==================== priority_encoder
### config.mk
export PLATFORM = sky130hd
export DESIGN_NAME = priority_encoder
export DESIGN_NICKNAME = d
export VERILOG_FILES = /design/src/rtl/priority_encoder_pkg.sv /design/src/rtl/prio_enc_core.sv /design/src/rtl/priority_encoder.sv
export SDC_FILE = /design/constraint.sdc
export NUM_CORES = 1
export LEC_CHECK = 0
export CORE_AREA = 3 3 40 42
export DETAILED_ROUTE_END_ITERATION = 6
export DIE_AREA = 0 0 43 45
export PLACE_DENSITY = 0.37
export SLEW_MARGIN = 15
export SYNTH_ARGS = -nofsm -noshare
export SYNTH_HDL_FRONTEND = slang
export SYNTH_SLANG_ARGS = --single-unit
### constraint.sdc
create_clock -name clk -period 1 [get_ports clk]
set_clock_uncertainty 0.05 [all_clocks]
set_input_delay 0.2 -clock clk [delete_from_list [all_inputs] [get_ports clk]]
set_output_delay 0.2 -clock clk [all_outputs]
set_load 0.005 [all_outputs]
### src/rtl/priority_encoder_pkg.sv
// Shared code width and encoded index values for the 4-to-2 priority encoder.
package priority_encoder_pkg;

    localparam int unsigned ENC_W = 2;
    localparam int unsigned N_REQ = 4;

    localparam logic [ENC_W-1:0] IDX0 = ENC_W'(0);
    localparam logic [ENC_W-1:0] IDX1 = ENC_W'(1);
    localparam logic [ENC_W-1:0] IDX2 = ENC_W'(2);
    localparam logic [ENC_W-1:0] IDX3 = ENC_W'(3);

endpackage

### src/rtl/prio_enc_core.sv
// Combinational 4-to-2 priority encode: highest-numbered asserted request wins.
module prio_enc_core
    import priority_encoder_pkg::*;
(
    input  logic             i0,
    input  logic             i1,
    input  logic             i2,
    input  logic             i3,
    output logic [ENC_W-1:0] y,
    output logic             valid
);

    // No request still encodes as IDX0; valid tells it apart from "i0 only".
    always_comb begin
        y     = IDX0;
        valid = i0 | i1 | i2 | i3;
        if (i3) begin
            y = IDX3;
        end else if (i2) begin
            y = IDX2;
        end else if (i1) begin
            y = IDX1;
        end else begin
            y = IDX0;
        end
    end

endmodule

### src/rtl/priority_encoder.sv
// Priority encoder with combinational outputs plus a one-cycle registered copy.
module priority_encoder
    import priority_encoder_pkg::*;
#(
    parameter logic [ENC_W-1:0] RST_Y = IDX0
) (
    input  logic             clk,
    input  logic             rst,
    input  logic             i0,
    input  logic             i1,
    input  logic             i2,
    input  logic             i3,
    output logic [ENC_W-1:0] y,
    output logic             valid,
    output logic [ENC_W-1:0] y_q,
    output logic             valid_q
);

    logic [ENC_W-1:0] y_d;
    logic             valid_d;

    prio_enc_core u_core (
        .i0    (i0),
        .i1    (i1),
        .i2    (i2),
        .i3    (i3),
        .y     (y),
        .valid (valid)
    );

    always_comb begin
        y_d     = y;
        valid_d = valid;
    end

    // Reset acts immediately; combinational outputs are unaffected by it.
    always_ff @(posedge clk or posedge rst) begin
        if (rst) begin
            y_q     <= RST_Y;
            valid_q <= 1'b0;
        end else begin
            y_q     <= y_d;
            valid_q <= valid_d;
        end
    end

endmodule

==================== lift_floor_ctrl
## src/rtl/lift_floor_ctrl.sv

```systemverilog
// Lift floor-sequencing controller: latches calls, serves floors in SCAN order,
// and drives the status-LED blinker enables (blink while moving, steady while door open).
//
// state   | meaning
// --------+----------------------------------------------------------
// ST_IDLE | car parked, door closed; picks the next floor to serve
// ST_MOVE | travelling one floor per TRAVEL_CYCLES in dir_up direction
// ST_DOOR | door open at current floor for DOOR_CYCLES (restartable)
module lift_floor_ctrl #(
    parameter int unsigned N_FLOORS      = 4,
    parameter int unsigned FW            = $clog2(N_FLOORS),
    parameter int unsigned TRAVEL_CYCLES = 100_000_000,
    parameter int unsigned DOOR_CYCLES   = 150_000_000
) (
    input  logic                clk,
    input  logic                rst_n,
    input  logic [N_FLOORS-1:0] req,
    output logic [FW-1:0]       floor,
    output logic                dir_up,
    output logic [N_FLOORS-1:0] pending,
    output logic                enable_inter,
    output logic                enable_fijo
);

    typedef enum logic [1:0] {
        ST_IDLE = 2'd0,
        ST_MOVE = 2'd1,
        ST_DOOR = 2'd2
    } state_t;

    localparam logic [31:0] TRAVEL_LAST = 32'(TRAVEL_CYCLES - 1);
    localparam logic [31:0] DOOR_LAST   = 32'(DOOR_CYCLES - 1);

    state_t              state_q, state_d;
    logic [FW-1:0]       floor_q, floor_d;
    logic                dir_up_q, dir_up_d;
    logic [N_FLOORS-1:0] pending_q, pending_d;
    logic [31:0]         cnt_q, cnt_d;

    logic                call_above, call_below;
    logic [FW-1:0]       step_floor;
    logic                beyond_up, beyond_dn;

    // Call summary relative to the current floor and to the floor being arrived at.
    always_comb begin
        call_above = 1'b0;
        call_below = 1'b0;
        beyond_up  = 1'b0;
        beyond_dn  = 1'b0;
        step_floor = dir_up_q ? floor_q + FW'(1) : floor_q - FW'(1);
        for (int i = 0; i < int'(N_FLOORS); i++) begin
            if (pending_q[i]) begin
                if (i > int'(floor_q))    call_above = 1'b1;
                if (i < int'(floor_q))    call_below = 1'b1;
                if (i > int'(step_floor)) beyond_up  = 1'b1;
                if (i < int'(step_floor)) beyond_dn  = 1'b1;
            end
        end
    end

    always_comb begin
        state_d   = state_q;
        floor_d   = floor_q;
        dir_up_d  = dir_up_q;
        cnt_d     = cnt_q;
        pending_d = pending_q | req;

        case (state_q)
            ST_IDLE: begin
                cnt_d = '0;
                if (pending_q[floor_q]) begin
                    state_d            = ST_DOOR;
                    pending_d[floor_q] = 1'b0;
                end else if (call_above && call_below) begin
                    state_d = ST_MOVE;
                end else if (call_above) begin
                    dir_up_d = 1'b1;
                    state_d  = ST_MOVE;
                end else if (call_below) begin
                    dir_up_d = 1'b0;
                    state_d  = ST_MOVE;
                end
            end

            ST_MOVE: begin
                cnt_d = cnt_q + 32'd1;
                if (cnt_q == TRAVEL_LAST) begin
                    cnt_d   = '0;
                    floor_d = step_floor;
                    if (pending_q[step_floor]) begin
                        state_d               = ST_DOOR;
                        pending_d[step_floor] = 1'b0;
                    end else if (dir_up_q ? beyond_up : beyond_dn) begin
                        state_d = ST_MOVE;
                    end else begin
                        state_d = ST_IDLE;
                    end
                end
            end

            ST_DOOR: begin
                // A press at the open floor keeps the door open instead of queueing a call.
                if (req[floor_q]) begin
                    pending_d[floor_q] = pending_q[floor_q];
                    cnt_d              = '0;
                end else if (cnt_q == DOOR_LAST) begin
                    state_d = ST_IDLE;
                    cnt_d   = '0;
                end else begin
                    cnt_d = cnt_q + 32'd1;
                end
            end

            default: begin
                state_d = ST_IDLE;
                cnt_d   = '0;
            end
        endcase
    end

    always_ff @(posedge clk or negedge rst_n) begin
        if (!rst_n) begin
            state_q   <= ST_IDLE;
            floor_q   <= '0;
            dir_up_q  <= 1'b1;
            pending_q <= '0;
            cnt_q     <= '0;
        end else begin
            state_q   <= state_d;
            floor_q   <= floor_d;
            dir_up_q  <= dir_up_d;
            pending_q <= pending_d;
            cnt_q     <= cnt_d;
        end
    end

    assign floor        = floor_q;
    assign dir_up       = dir_up_q;
    assign pending      = pending_q;
    assign enable_inter = (state_q == ST_MOVE);
    assign enable_fijo  = (state_q == ST_DOOR);

endmodule

```

## config.mk

```make
export PLATFORM = sky130hd
export DESIGN_NAME = lift_floor_ctrl
export DESIGN_NICKNAME = d
export VERILOG_FILES = /design/src/rtl/lift_floor_ctrl.sv
export SDC_FILE = /design/constraint.sdc
export NUM_CORES = 1
export LEC_CHECK = 0
export CAP_MARGIN = 20
export CORE_ASPECT_RATIO = 0.6
export CORE_MARGIN = 5
export CORE_UTILIZATION = 31
export CTS_BUF_LIST = sky130_fd_sc_hd__clkbuf_2
export CTS_CLUSTER_SIZE = 24
export DETAILED_ROUTE_END_ITERATION = 16
export HOLD_SLACK_MARGIN = 0.15
export PLACE_DENSITY = 0.54
export SKIP_LAST_GASP = 1
export SYNTH_ARGS = -nofsm -noshare
export SYNTH_HDL_FRONTEND = slang
export SYNTH_SLANG_ARGS = --single-unit
```

## constraint.sdc

```tcl
create_clock -name clk -period 3.85 [get_ports clk]
set_input_delay 0.385 -clock clk [delete_from_list [all_inputs] [get_ports clk]]
set_output_delay 0.385 -clock clk [all_outputs]
set_load 0.02 [all_outputs]
```

==================== noc_inject_fifo
<file path="config.mk">
export PLATFORM = sky130hd
export DESIGN_NAME = noc_inject_fifo
export DESIGN_NICKNAME = d
export VERILOG_FILES = /design/src/rtl/noc_pkg.sv /design/src/rtl/noc_sync_fifo.sv /design/src/rtl/noc_inject_fifo.sv
export SDC_FILE = /design/constraint.sdc
export NUM_CORES = 1
export LEC_CHECK = 0
export ABC_AREA = 1
export ABC_CLOCK_PERIOD_IN_PS = 2600
export CAP_MARGIN = 25
export CORE_MARGIN = 2
export CORE_UTILIZATION = 45
export DETAILED_ROUTE_END_ITERATION = 7
export PLACE_DENSITY = 0.65
export SYNTH_ARGS = -nofsm -noshare
export SYNTH_HDL_FRONTEND = slang
export SYNTH_SLANG_ARGS = --single-unit
</file>
<file path="constraint.sdc">
create_clock -name clk -period 2.6 [get_ports clk]
set_clock_uncertainty 0.15 [all_clocks]
set_input_delay 0.78 -clock clk [delete_from_list [all_inputs] [get_ports clk]]
set_output_delay 0.78 -clock clk [all_outputs]
set_load 0.01 [all_outputs]
</file>
<file path="src/rtl/noc_pkg.sv">
// Shared flit layout and helpers for the NoC injection path.
package noc_pkg;

  localparam int unsigned FLIT_W    = 20;
  localparam int unsigned NODE_ID_W = 4;
  localparam int unsigned SRC_W     = 8;

  localparam int unsigned SRC_MSB = 19;
  localparam int unsigned SRC_LSB = 12;
  localparam int unsigned DST_MSB = 7;
  localparam int unsigned DST_LSB = 4;
  localparam int unsigned TAG_MSB = 3;
  localparam int unsigned TAG_LSB = 0;

  // All-zero word is the traffic buffer's ROM padding, never a real flit.
  localparam logic [FLIT_W-1:0] NULL_FLIT = 20'h00000;

  function automatic logic [NODE_ID_W-1:0] flit_dest(input logic [FLIT_W-1:0] flit);
    return flit[DST_MSB:DST_LSB];
  endfunction

endpackage

</file>
<file path="src/rtl/noc_sync_fifo.sv">
// Generic show-ahead synchronous FIFO; occupancy counter drives full/empty.
module noc_sync_fifo #(
  parameter int unsigned DEPTH = 8,
  parameter int unsigned WIDTH = 20
) (
  input  logic                     clk,
  input  logic                     rst,
  input  logic                     push,
  input  logic [WIDTH-1:0]         wdata,
  input  logic                     pop,
  output logic [WIDTH-1:0]         rdata,
  output logic [$clog2(DEPTH):0]   count,
  output logic                     full,
  output logic                     empty
);

  localparam int unsigned AW = $clog2(DEPTH);
  localparam int unsigned CW = AW + 1;

  logic [WIDTH-1:0] mem_q [DEPTH];
  logic [AW-1:0]    wr_ptr_q, rd_ptr_q;
  logic [CW-1:0]    count_q, count_d;
  logic             push_ok, pop_ok;

  assign empty = (count_q == '0);
  assign full  = (count_q == CW'(DEPTH));

  // A push into a full FIFO is only legal when the head leaves the same cycle.
  assign pop_ok  = pop & ~empty;
  assign push_ok = push & (~full | pop_ok);

  always_ff @(posedge clk) begin
    if (push_ok) begin
      mem_q[wr_ptr_q] <= wdata;
    end
  end

  always_ff @(posedge clk or posedge rst) begin
    if (rst) begin
      wr_ptr_q <= '0;
      rd_ptr_q <= '0;
      count_q  <= '0;
    end else begin
      if (push_ok) wr_ptr_q <= wr_ptr_q + 1'b1;
      if (pop_ok)  rd_ptr_q <= rd_ptr_q + 1'b1;
      count_q <= count_d;
    end
  end

  always_comb begin
    count_d = count_q;
    case ({push_ok, pop_ok})
      2'b10:   count_d = count_q + 1'b1;
      2'b01:   count_d = count_q - 1'b1;
      default: count_d = count_q;
    endcase
  end

  assign rdata = empty ? '0 : mem_q[rd_ptr_q];
  assign count = count_q;

endmodule

</file>
<file path="src/rtl/noc_inject_fifo.sv">
// Injection stage: filters null/self-addressed flits, buffers the rest for the
// router's local port, and keeps saturating statistics.
module noc_inject_fifo #(
  parameter int unsigned DEPTH   = 8,
  parameter int unsigned FLIT_W  = noc_pkg::FLIT_W,
  parameter int unsigned NODE_ID = 0
) (
  input  logic                   clk,
  input  logic                   rst,
  input  logic [FLIT_W-1:0]      in_data,
  input  logic                   in_valid,
  output logic [FLIT_W-1:0]      out_data,
  output logic                   out_valid,
  input  logic                   out_ready,
  output logic [$clog2(DEPTH):0] count,
  output logic                   full,
  output logic                   empty,
  output logic [15:0]            acc_cnt,
  output logic [7:0]             filt_cnt,
  output logic [7:0]             ovf_cnt,
  output logic                   src_err
);

  import noc_pkg::*;

  localparam logic [NODE_ID_W-1:0] NODE_DST = NODE_ID_W'(NODE_ID);
  localparam logic [SRC_W-1:0]     NODE_SRC = SRC_W'(NODE_ID);

  logic        is_null, is_self, cand;
  logic        push, pop, filt, ovf;
  logic [15:0] acc_cnt_q;
  logic [7:0]  filt_cnt_q, ovf_cnt_q;
  logic        src_err_q;

  assign is_null = (in_data == NULL_FLIT);
  assign is_self = (flit_dest(in_data) == NODE_DST);
  assign cand    = in_valid & ~is_null & ~is_self;
  assign filt    = in_valid & (is_null | is_self);

  // No bypass: pop needs a stored head, so an empty FIFO never pops.
  assign out_valid = ~empty;
  assign pop       = out_valid & out_ready;
  assign push      = cand & (~full | pop);
  assign ovf       = cand & full & ~pop;

  noc_sync_fifo #(
    .DEPTH (DEPTH),
    .WIDTH (FLIT_W)
  ) u_fifo (
    .clk   (clk),
    .rst   (rst),
    .push  (push),
    .wdata (in_data),
    .pop   (pop),
    .rdata (out_data),
    .count (count),
    .full  (full),
    .empty (empty)
  );

  always_ff @(posedge clk or posedge rst) begin
    if (rst) begin
      acc_cnt_q  <= '0;
      filt_cnt_q <= '0;
      ovf_cnt_q  <= '0;
      src_err_q  <= 1'b0;
    end else begin
      if (push && acc_cnt_q != 16'hFFFF) acc_cnt_q  <= acc_cnt_q + 1'b1;
      if (filt && filt_cnt_q != 8'hFF)   filt_cnt_q <= filt_cnt_q + 1'b1;
      if (ovf && ovf_cnt_q != 8'hFF)     ovf_cnt_q  <= ovf_cnt_q + 1'b1;
      if (push && in_data[SRC_MSB:SRC_LSB] != NODE_SRC) src_err_q <= 1'b1;
    end
  end

  assign acc_cnt  = acc_cnt_q;
  assign filt_cnt = filt_cnt_q;
  assign ovf_cnt  = ovf_cnt_q;
  assign src_err  = src_err_q;

endmodule

</file>
==================== noc_downstream_port_flat
**src/rtl/noc_downstream_port_if.sv**
```systemverilog
// Router-to-downstream-port bundle: flit injection from the router, credit-style
// status back to it, and the drained-flit stream toward the sink.
interface noc_downstream_port_if #(
    parameter int VC_NUM = 2,
    parameter int DATA_W = 32
);
    localparam int VW = (VC_NUM > 1) ? $clog2(VC_NUM) : 1;

    logic              valid_flit_i;
    logic [DATA_W-1:0] data_i;
    logic [VW-1:0]     vc_id_i;
    logic [1:0]        label_i;
    logic [VC_NUM-1:0] on_off_o;
    logic [VC_NUM-1:0] vc_allocatable_o;
    logic              out_valid_o;
    logic              out_ready_i;
    logic [DATA_W-1:0] out_data_o;
    logic [VW-1:0]     out_vc_o;
    logic [1:0]        out_label_o;
    logic              err_o;

    // Drain handshake: a flit transfers on a clock edge where out_valid_o and
    // out_ready_i are both high; while out_valid_o=1 and out_ready_i=0 the out_*
    // fields hold. The flit input has no ready: on_off_o is the only throttle.
    modport master (
        output valid_flit_i, data_i, vc_id_i, label_i, out_ready_i,
        input  on_off_o, vc_allocatable_o, out_valid_o, out_data_o, out_vc_o,
               out_label_o, err_o
    );
    modport slave (
        input  valid_flit_i, data_i, vc_id_i, label_i, out_ready_i,
        output on_off_o, vc_allocatable_o, out_valid_o, out_data_o, out_vc_o,
               out_label_o, err_o
    );
endinterface

```
**src/rtl/noc_downstream_port.sv**
```systemverilog
// Downstream neighbour of a router output port: per-VC flit FIFOs, on/off and VC-free
// status, round-robin drain. Define NOC_DS_PKT_CNT_EN to add per-VC popped-packet counters.
module noc_downstream_port #(
    parameter int VC_NUM     = 2,
    parameter int BUF_DEPTH  = 4,
    parameter int OFF_THRESH = 2,
    parameter int DATA_W     = 32
) (
    input  logic clk,
    input  logic rst,
    noc_downstream_port_if.slave bus
`ifdef NOC_DS_PKT_CNT_EN
    ,
    output logic [VC_NUM*16-1:0] pkt_cnt_o
`endif
);
    localparam int VW = (VC_NUM > 1) ? $clog2(VC_NUM) : 1;
    localparam int PW = $clog2(BUF_DEPTH);
    localparam int CW = PW + 1;
    localparam logic [VW:0]   VC_LIMIT = (VW + 1)'(VC_NUM);
    localparam logic [CW-1:0] DEPTH_C  = CW'(BUF_DEPTH);
    localparam logic [CW-1:0] THRESH_C = CW'(OFF_THRESH);

    typedef enum logic [1:0] {L_HEAD = 2'd0, L_BODY = 2'd1, L_TAIL = 2'd2, L_HEADTAIL = 2'd3} label_t;
    typedef enum logic {PKT_IDLE = 1'b0, PKT_OPEN = 1'b1} pkt_state_t;

    // Per-VC control word; the packet FSM state lives here with the FIFO bookkeeping.
    typedef struct packed {
        pkt_state_t    pkt;
        logic [CW-1:0] cnt;
        logic [CW-1:0] tails;
        logic [PW-1:0] wr_ptr;
        logic [PW-1:0] rd_ptr;
    } vc_ctl_t;

    vc_ctl_t           vc_q [VC_NUM];
    vc_ctl_t           vc_d [VC_NUM];
    logic [DATA_W+1:0] mem  [VC_NUM][BUF_DEPTH];

    logic [VC_NUM-1:0] pop_vc, wr_vc, accept_vc, overflow_vc, proto_vc, elig_vc;
    logic [VC_NUM-1:0] on_off_d, alloc_d;
    logic              pop, in_range, starts_pkt, load, grant_found, err_d;
    logic [VW-1:0]     rr_q, rr_d, rr_idx, grant_vc;
    logic [PW-1:0]     grant_ptr;
    logic [DATA_W+1:0] grant_entry;

    always_comb begin
        pop        = bus.out_valid_o & bus.out_ready_i;
        in_range   = {1'b0, bus.vc_id_i} < VC_LIMIT;
        starts_pkt = (bus.label_i == L_HEAD) || (bus.label_i == L_HEADTAIL);
        err_d      = bus.err_o;
        for (int v = 0; v < VC_NUM; v++) begin
            vc_d[v]        = vc_q[v];
            pop_vc[v]      = pop && (bus.out_vc_o == VW'(v));
            wr_vc[v]       = bus.valid_flit_i && in_range && (bus.vc_id_i == VW'(v));
            // A full FIFO still takes a flit when its head leaves on the same edge.
            overflow_vc[v] = wr_vc[v] && (vc_q[v].cnt == DEPTH_C) && !pop_vc[v];
            accept_vc[v]   = wr_vc[v] && !overflow_vc[v];
            proto_vc[v]    = wr_vc[v] && (starts_pkt == (vc_q[v].pkt == PKT_OPEN));
            elig_vc[v]     = vc_q[v].cnt > {{(CW-1){1'b0}}, pop_vc[v]};
            if (accept_vc[v]) begin
                vc_d[v].wr_ptr = vc_q[v].wr_ptr + 1'b1;
                if (!proto_vc[v]) begin
                    if (bus.label_i == L_HEAD) vc_d[v].pkt = PKT_OPEN;
                    else if (bus.label_i == L_TAIL) vc_d[v].pkt = PKT_IDLE;
                end
            end
            if (pop_vc[v]) vc_d[v].rd_ptr = vc_q[v].rd_ptr + 1'b1;
            vc_d[v].cnt   = vc_q[v].cnt + CW'(accept_vc[v]) - CW'(pop_vc[v]);
            vc_d[v].tails = vc_q[v].tails + CW'(accept_vc[v] && bus.label_i[1])
                            - CW'(pop_vc[v] && bus.out_label_o[1]);
            on_off_d[v]   = (DEPTH_C - vc_d[v].cnt) > THRESH_C;
            alloc_d[v]    = (vc_d[v].pkt == PKT_IDLE) && (vc_d[v].tails == '0);
            if (overflow_vc[v] || proto_vc[v]) err_d = 1'b1;
        end
        if (bus.valid_flit_i && !in_range) err_d = 1'b1;

        // Scan from the highest offset down so the nearest eligible VC after rr_q wins.
        grant_found = 1'b0;
        grant_vc    = '0;
        rr_idx      = '0;
        for (int i = VC_NUM - 1; i >= 0; i--) begin
            rr_idx = VW'((int'(rr_q) + i) % VC_NUM);
            if (elig_vc[rr_idx]) begin
                grant_found = 1'b1;
                grant_vc    = rr_idx;
            end
        end
        grant_ptr   = pop_vc[grant_vc] ? vc_q[grant_vc].rd_ptr + 1'b1 : vc_q[grant_vc].rd_ptr;
        grant_entry = mem[grant_vc][grant_ptr];
        load        = !bus.out_valid_o || pop;
        rr_d        = rr_q;
        if (load && grant_found)
            rr_d = (grant_vc == VW'(VC_NUM - 1)) ? '0 : grant_vc + 1'b1;
    end

    always_ff @(posedge clk) begin
        if (rst) begin
            for (int v = 0; v < VC_NUM; v++) vc_q[v] <= '0;
            rr_q                 <= '0;
            bus.on_off_o         <= '1;
            bus.vc_allocatable_o <= '1;
            bus.out_valid_o      <= 1'b0;
            bus.out_data_o       <= '0;
            bus.out_vc_o         <= '0;
            bus.out_label_o      <= '0;
            bus.err_o            <= 1'b0;
        end else begin
            for (int v = 0; v < VC_NUM; v++) vc_q[v] <= vc_d[v];
            rr_q                 <= rr_d;
            bus.on_off_o         <= on_off_d;
            bus.vc_allocatable_o <= alloc_d;
            bus.err_o            <= err_d;
            if (load) begin
                bus.out_valid_o <= grant_found;
                if (grant_found) begin
                    bus.out_data_o  <= grant_entry[DATA_W-1:0];
                    bus.out_label_o <= grant_entry[DATA_W+1:DATA_W];
                    bus.out_vc_o    <= grant_vc;
                end
            end
        end
    end

    always_ff @(posedge clk) begin
        for (int v = 0; v < VC_NUM; v++)
            if (accept_vc[v]) mem[v][vc_q[v].wr_ptr] <= {bus.label_i, bus.data_i};
    end

`ifdef NOC_DS_PKT_CNT_EN
    logic [15:0] pkt_cnt_q [VC_NUM];

    always_ff @(posedge clk) begin
        if (rst) begin
            for (int v = 0; v < VC_NUM; v++) pkt_cnt_q[v] <= '0;
        end else begin
            for (int v = 0; v < VC_NUM; v++)
                if (pop_vc[v] && bus.out_label_o[1]) pkt_cnt_q[v] <= pkt_cnt_q[v] + 16'd1;
        end
    end

    always_comb begin
        pkt_cnt_o = '0;
        for (int v = 0; v < VC_NUM; v++) pkt_cnt_o[v*16 +: 16] = pkt_cnt_q[v];
    end
`endif
endmodule

```
**src/flat_wrapper.sv**
```systemverilog
// flat-port wrapper written by rule: the top's interface ports become plain ports
module noc_downstream_port_flat 
#(
    parameter int VC_NUM     = 2,
    parameter int BUF_DEPTH  = 4,
    parameter int OFF_THRESH = 2,
    parameter int DATA_W     = 32
)
  (clk, rst, bus_valid_flit_i, bus_data_i, bus_vc_id_i, bus_label_i, bus_out_ready_i, bus_on_off_o, bus_vc_allocatable_o, bus_out_valid_o, bus_out_data_o, bus_out_vc_o, bus_out_label_o, bus_err_o);
  noc_downstream_port_if #(.VC_NUM(VC_NUM), .DATA_W(DATA_W)) bus_i ();
  input  logic clk;
  input  logic rst;
  input wire logic [$bits(bus_i.valid_flit_i)-1:0] bus_valid_flit_i;
  input wire logic [$bits(bus_i.data_i)-1:0] bus_data_i;
  input wire logic [$bits(bus_i.vc_id_i)-1:0] bus_vc_id_i;
  input wire logic [$bits(bus_i.label_i)-1:0] bus_label_i;
  input wire logic [$bits(bus_i.out_ready_i)-1:0] bus_out_ready_i;
  output wire logic [$bits(bus_i.on_off_o)-1:0] bus_on_off_o;
  output wire logic [$bits(bus_i.vc_allocatable_o)-1:0] bus_vc_allocatable_o;
  output wire logic [$bits(bus_i.out_valid_o)-1:0] bus_out_valid_o;
  output wire logic [$bits(bus_i.out_data_o)-1:0] bus_out_data_o;
  output wire logic [$bits(bus_i.out_vc_o)-1:0] bus_out_vc_o;
  output wire logic [$bits(bus_i.out_label_o)-1:0] bus_out_label_o;
  output wire logic [$bits(bus_i.err_o)-1:0] bus_err_o;
  assign bus_i.valid_flit_i = bus_valid_flit_i;
  assign bus_i.data_i = bus_data_i;
  assign bus_i.vc_id_i = bus_vc_id_i;
  assign bus_i.label_i = bus_label_i;
  assign bus_i.out_ready_i = bus_out_ready_i;
  assign bus_on_off_o = bus_i.on_off_o;
  assign bus_vc_allocatable_o = bus_i.vc_allocatable_o;
  assign bus_out_valid_o = bus_i.out_valid_o;
  assign bus_out_data_o = bus_i.out_data_o;
  assign bus_out_vc_o = bus_i.out_vc_o;
  assign bus_out_label_o = bus_i.out_label_o;
  assign bus_err_o = bus_i.err_o;
  noc_downstream_port #(.VC_NUM(VC_NUM), .BUF_DEPTH(BUF_DEPTH), .OFF_THRESH(OFF_THRESH), .DATA_W(DATA_W)) u_core (.clk(clk), .rst(rst), .bus(bus_i));
endmodule
```
**config.mk**
```make
export PLATFORM = sky130hd
export DESIGN_NAME = noc_downstream_port_flat
export DESIGN_NICKNAME = d
export VERILOG_FILES = /design/src/rtl/noc_downstream_port_if.sv /design/src/rtl/noc_downstream_port.sv /design/src/flat_wrapper.sv
export SDC_FILE = /design/constraint.sdc
export NUM_CORES = 1
export LEC_CHECK = 0
export ABC_AREA = 1
export CORE_ASPECT_RATIO = 0.9
export CORE_MARGIN = 2
export CORE_UTILIZATION = 64
export CTS_CLUSTER_DIAMETER = 120
export DETAILED_ROUTE_END_ITERATION = 16
export GPL_ROUTABILITY_DRIVEN = 0
export PLACE_DENSITY = 0.84
export SLEW_MARGIN = 25
export SYNTH_ARGS = -nofsm -noshare
export SYNTH_HDL_FRONTEND = slang
export SYNTH_SLANG_ARGS = --single-unit
```
**constraint.sdc**
```tcl
create_clock -name clk -period 5.65 [get_ports clk]
set_input_delay 1.13 -clock clk [delete_from_list [all_inputs] [get_ports clk]]
set_output_delay 1.13 -clock clk [all_outputs]
set_load 0.1 [all_outputs]
```
noc_inject_fifo, cell area per tile:
Scale: 2 px per micron. The die is cut into 14 by 14 equal tiles; black is low, pale yellow is high, 0 to 100% covered.
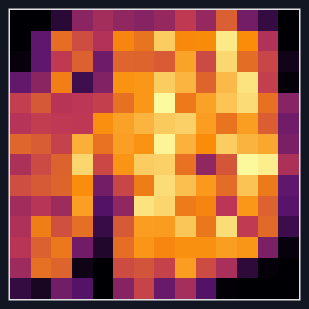
nearly empty tiles	8.2%
mean over tiles	55%
fullest tile	99%

noc_inject_fifo, signal wires on met2:
Scale: 2 px per micron.
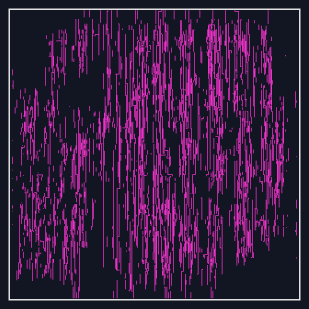
longest straight run	74.5 microns
nets with wire on the layer	795
main direction	vertical

==> out/summary.log, noc_inject_fifo <==
qor: final_layout.areaGrowthSynthToFinish 32.7%
qor: hold_path.worst_hold_stages 1
qor: hold_path.whs_endpoint src_err$_DFFE_PP0P_
qor: setup_path.regToRegEndpoint u_fifo.count[2]$_DFFE_PP0P_
qor: final_layout.regMostFlops u_fifo.mem_q
qor: timing.post-route-worst-setup-slack -0.254 ns
qor: timing.timing.fmax 0.350 GHz
qor: timing.smallest_hold_slack 0.362 ns
qor: hold_path.min_path_type register to register
qor: floorplan.overall_die_width 144 microns
qor: timing.finalSetupViolCount 20
qor: power.power.clock.fraction 0.248
qor: final_layout.clockBufferCount 22
qor: floorplan.rows 51
qor: status.violations_in_the_final_reports setup timing
qor: setup_path.timing.critical_path.required 1.67 ns
qor: synth.syn-mean-instance-area 10.8 sq um
qor: global_routing.grtUsageMet2 0.332
qor: status.outcome finished with violations
qor: global_routing.antenna_violations_before_repair 0
noc_downstream_port_flat, cell area per tile:
Scale: 2 px per micron. The die is cut into 16 by 15 equal tiles; black is low, pale yellow is high, 0 to 100% covered.
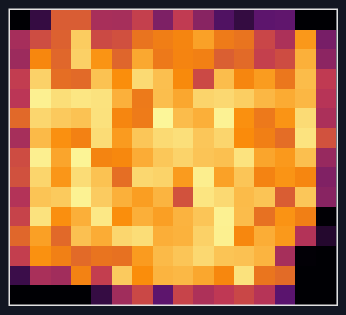
mean over tiles	68%
fullest tile	98%
emptiest ninth of the die	bottom right
tiles over 75% full	50%
nearly empty tiles	5.8%

==> out/summary.log, noc_downstream_port_flat <==
qor: status.outcome finished clean
qor: floorplan.dieArea 0.0240 sq mm
qor: power.clock_net_power 2.11 mW
qor: detailed_routing.detailroute.wirelength.met2 16.4 mm
qor: power.vdd_drop_max 0.000500 V
qor: setup_path.reg2reg_depth 19
qor: cts.cts_repair_resize_count 0
qor: cts.cts-root-to-sink-buffers 3
qor: final_layout.stdcell_area 0.0166 sq mm
qor: final_layout.layout.non_clock_inverters 90
qor: global_routing.gr-usage-all-layers 0.281
qor: synth.mux_share_of_post_synthesis_cell_area 0
qor: final_layout.n_all_buffers 98
qor: timing.finalWorstPathRequiredPeriod 4.40 ns
qor: final_layout.nFillCells 1,485
qor: floorplan.fp_util 0.651
priority_encoder, clock wires, drivers and flops:
Scale: 6 px per micron.
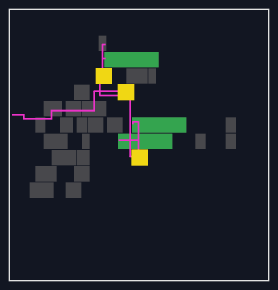
[yellow] clock-net drivers | count: 3
[green] flip-flops | count: 3
[magenta] clock wires | length: 57.3 microns
routed clock nets	4
power in the clock group: 0.201 mW
clock share of power: 0.515

priority_encoder, signal wires on met2:
Scale: 8 px per micron.
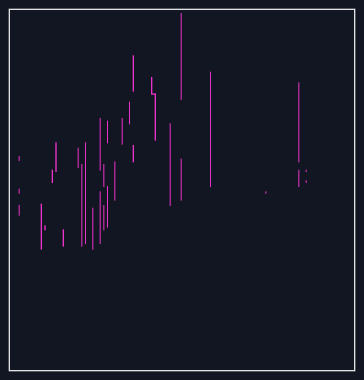
longest straight run	14.3 microns
wire length on this layer	150 microns
total wire length: 331 microns
met2 Usage GRT: 0.0569
overall via count from detail_route: 138

==> out/summary.log, priority_encoder <==
qor: synth.ys_area 103 sq um
qor: timing.post-route-worst-setup-slack -0.232 ns
qor: setup_path.timing.critical_path.max_delay_family simple AND/OR/NAND/NOR gates
qor: detailed_routing.routedWlPerCell 7.52 microns
qor: timing.layout_worst_path_cycle_share 1.23
qor: flow_run.maxCapViolations 0
qor: synth.syn-mean-instance-area 12.8 sq um
qor: setup_path.path_buffers 2
qor: final_layout.area.share.sequential 0.264
qor: final_layout.nFillCells 143
qor: global_routing.grt_start_max_net_pins 4
qor: status.violations_in_the_final_reports setup timing
qor: final_layout.layout.area.comb 20.0 sq um
qor: timing.setup-tns-final -0.260 ns
qor: synth.ff_type sky130_fd_sc_hd__dfrtp_1
qor: synth.synth_sequential_area_ratio 0.732
qor: floorplan.well_tap_count 15
qor: final_layout.n_antenna_cell 0
qor: timing.finalSetupViolCount 3
qor: synth.top_cells_by_count sky130_fd_sc_hd__dfrtp_1 (3), sky130_fd_sc_hd__inv_1 (2), sky130_fd_sc_hd__a21o_1 (1), sky130_fd_sc_hd__or2_1 (1), sky130_fd_sc_hd__or3_1 (1)
qor: timing.finalWorstPathRequiredPeriod 1.23 ns
qor: synth.top_cell_area_share 0.732
qor: final_layout.layout.nets 36
qor: final_layout.clock_area_frac 0.0925
qor: setup_path.crit_path_end valid
qor: power.p_total 0.391 mW
qor: synth.ys_seq_elements 3
qor: cts.cts.hold.buffers_added 0
qor: status.outcome finished with violations
lift_floor_ctrl, signal wires on met2:
Scale: 3 px per micron.
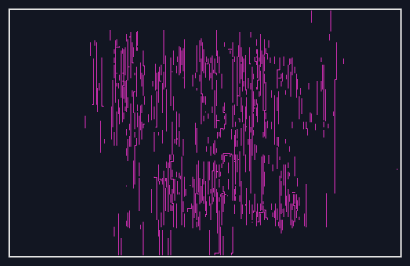
nets with wire on the layer	236
main direction	vertical
wire length on this layer	2,570 microns

==> out/summary.log, lift_floor_ctrl <==
qor: cts.numCtsBuffers 5
qor: cts.clkTransAtPathRegs 0.20 ns
qor: final_layout.n_antenna_cell 0
qor: synth.mappedNetlistArea 0.00268 sq mm
qor: setup_path.crit_path_max_fanout 19
qor: detailed_routing.top_layer_used met4
qor: global_routing.via_count_of_the_first_global_routing_pass 1,995
qor: synth.top_cell_area_share 0.373
qor: timing.post-route-worst-setup-slack 0.928 ns
qor: final_layout.sh_comb_area 0.524
qor: timing.layout_worst_path_cycle_share 0.759
qor: timing.final.setup_skew 0.0227 ns
qor: final_layout.layout.cells.most_common_list sky130_fd_sc_hd__dfrtp_1 (40), sky130_fd_sc_hd__nor3b_1 (31), sky130_fd_sc_hd__xnor2_1 (23)
qor: synth.synthXorXnorAreaFrac 0.108
qor: setup_path.worstSetupStartpoint cnt_q[1]$_DFF_PN0_
qor: detailed_routing.vias_per_cell 5.27
qor: setup_path.critPathMaxStageDelay 0.65 ns
qor: timing.grt_setup_unrepaired no
qor: status.outcome finished clean
qor: setup_path.crit_path_end cnt_q[21]$_DFF_PN0_
qor: floorplan.fp_util 0.317

==> gallery <==
Floorplan with the power grid.
(a)
Scale: 8 px per micron. Pins as bars on the die edge.
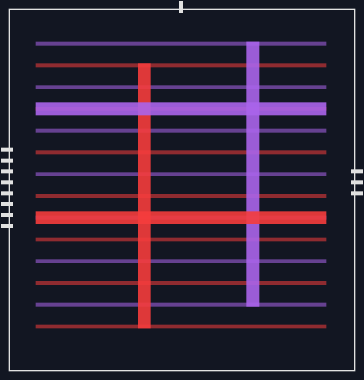
(b)
Scale: 2 px per micron. Pins as bars on the die edge.
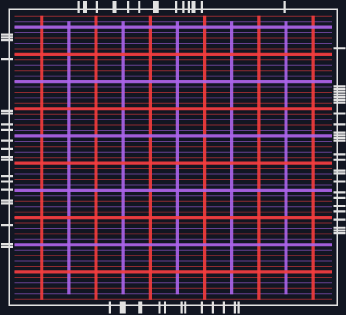
(c)
Scale: 2 px per micron. Pins as bars on the die edge.
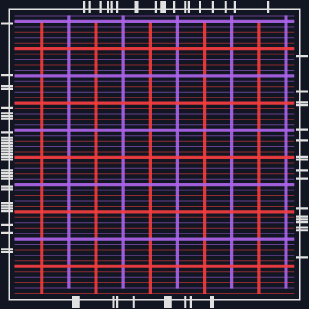
(d)
Scale: 3 px per micron. Pins as bars on the die edge.
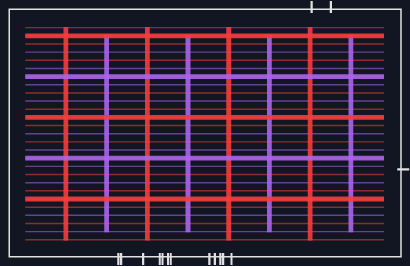
(d): lift_floor_ctrl
(c): noc_inject_fifo
(a): priority_encoder
(b): noc_downstream_port_flat



==> gallery <==
Register map, names as in the netlist.
image #1
Scale: 2 px per micron. Other sequential cells in the stronger grey, the rest of the logic in the fainter grey.
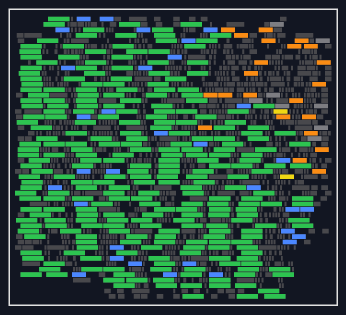
image #2
Scale: 3 px per micron. Other sequential cells in the stronger grey, the rest of the logic in the fainter grey.
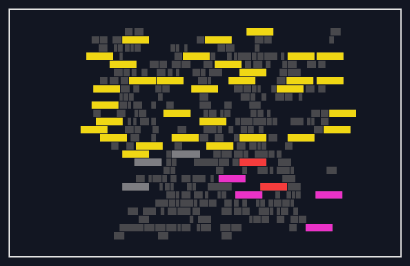
image #3
Scale: 2 px per micron. Other sequential cells in the stronger grey, the rest of the logic in the fainter grey.
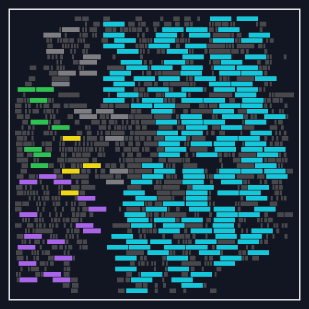
Image #2 comes from lift_floor_ctrl.
Image #1 comes from noc_downstream_port_flat.
Image #3 comes from noc_inject_fifo.
The one with the fewest sequential cells is image #2.
The one with the most cells is image #1.

Key to image #3:
colour	netlist name	sequential cells
purple	`acc_cnt`	16
yellow	`u_fifo.count`	4
cyan	`u_fifo.mem_q`	160
green	`ovf_cnt`	8
not coloured	15

Power is estimated from default activity; no workload was simulated.
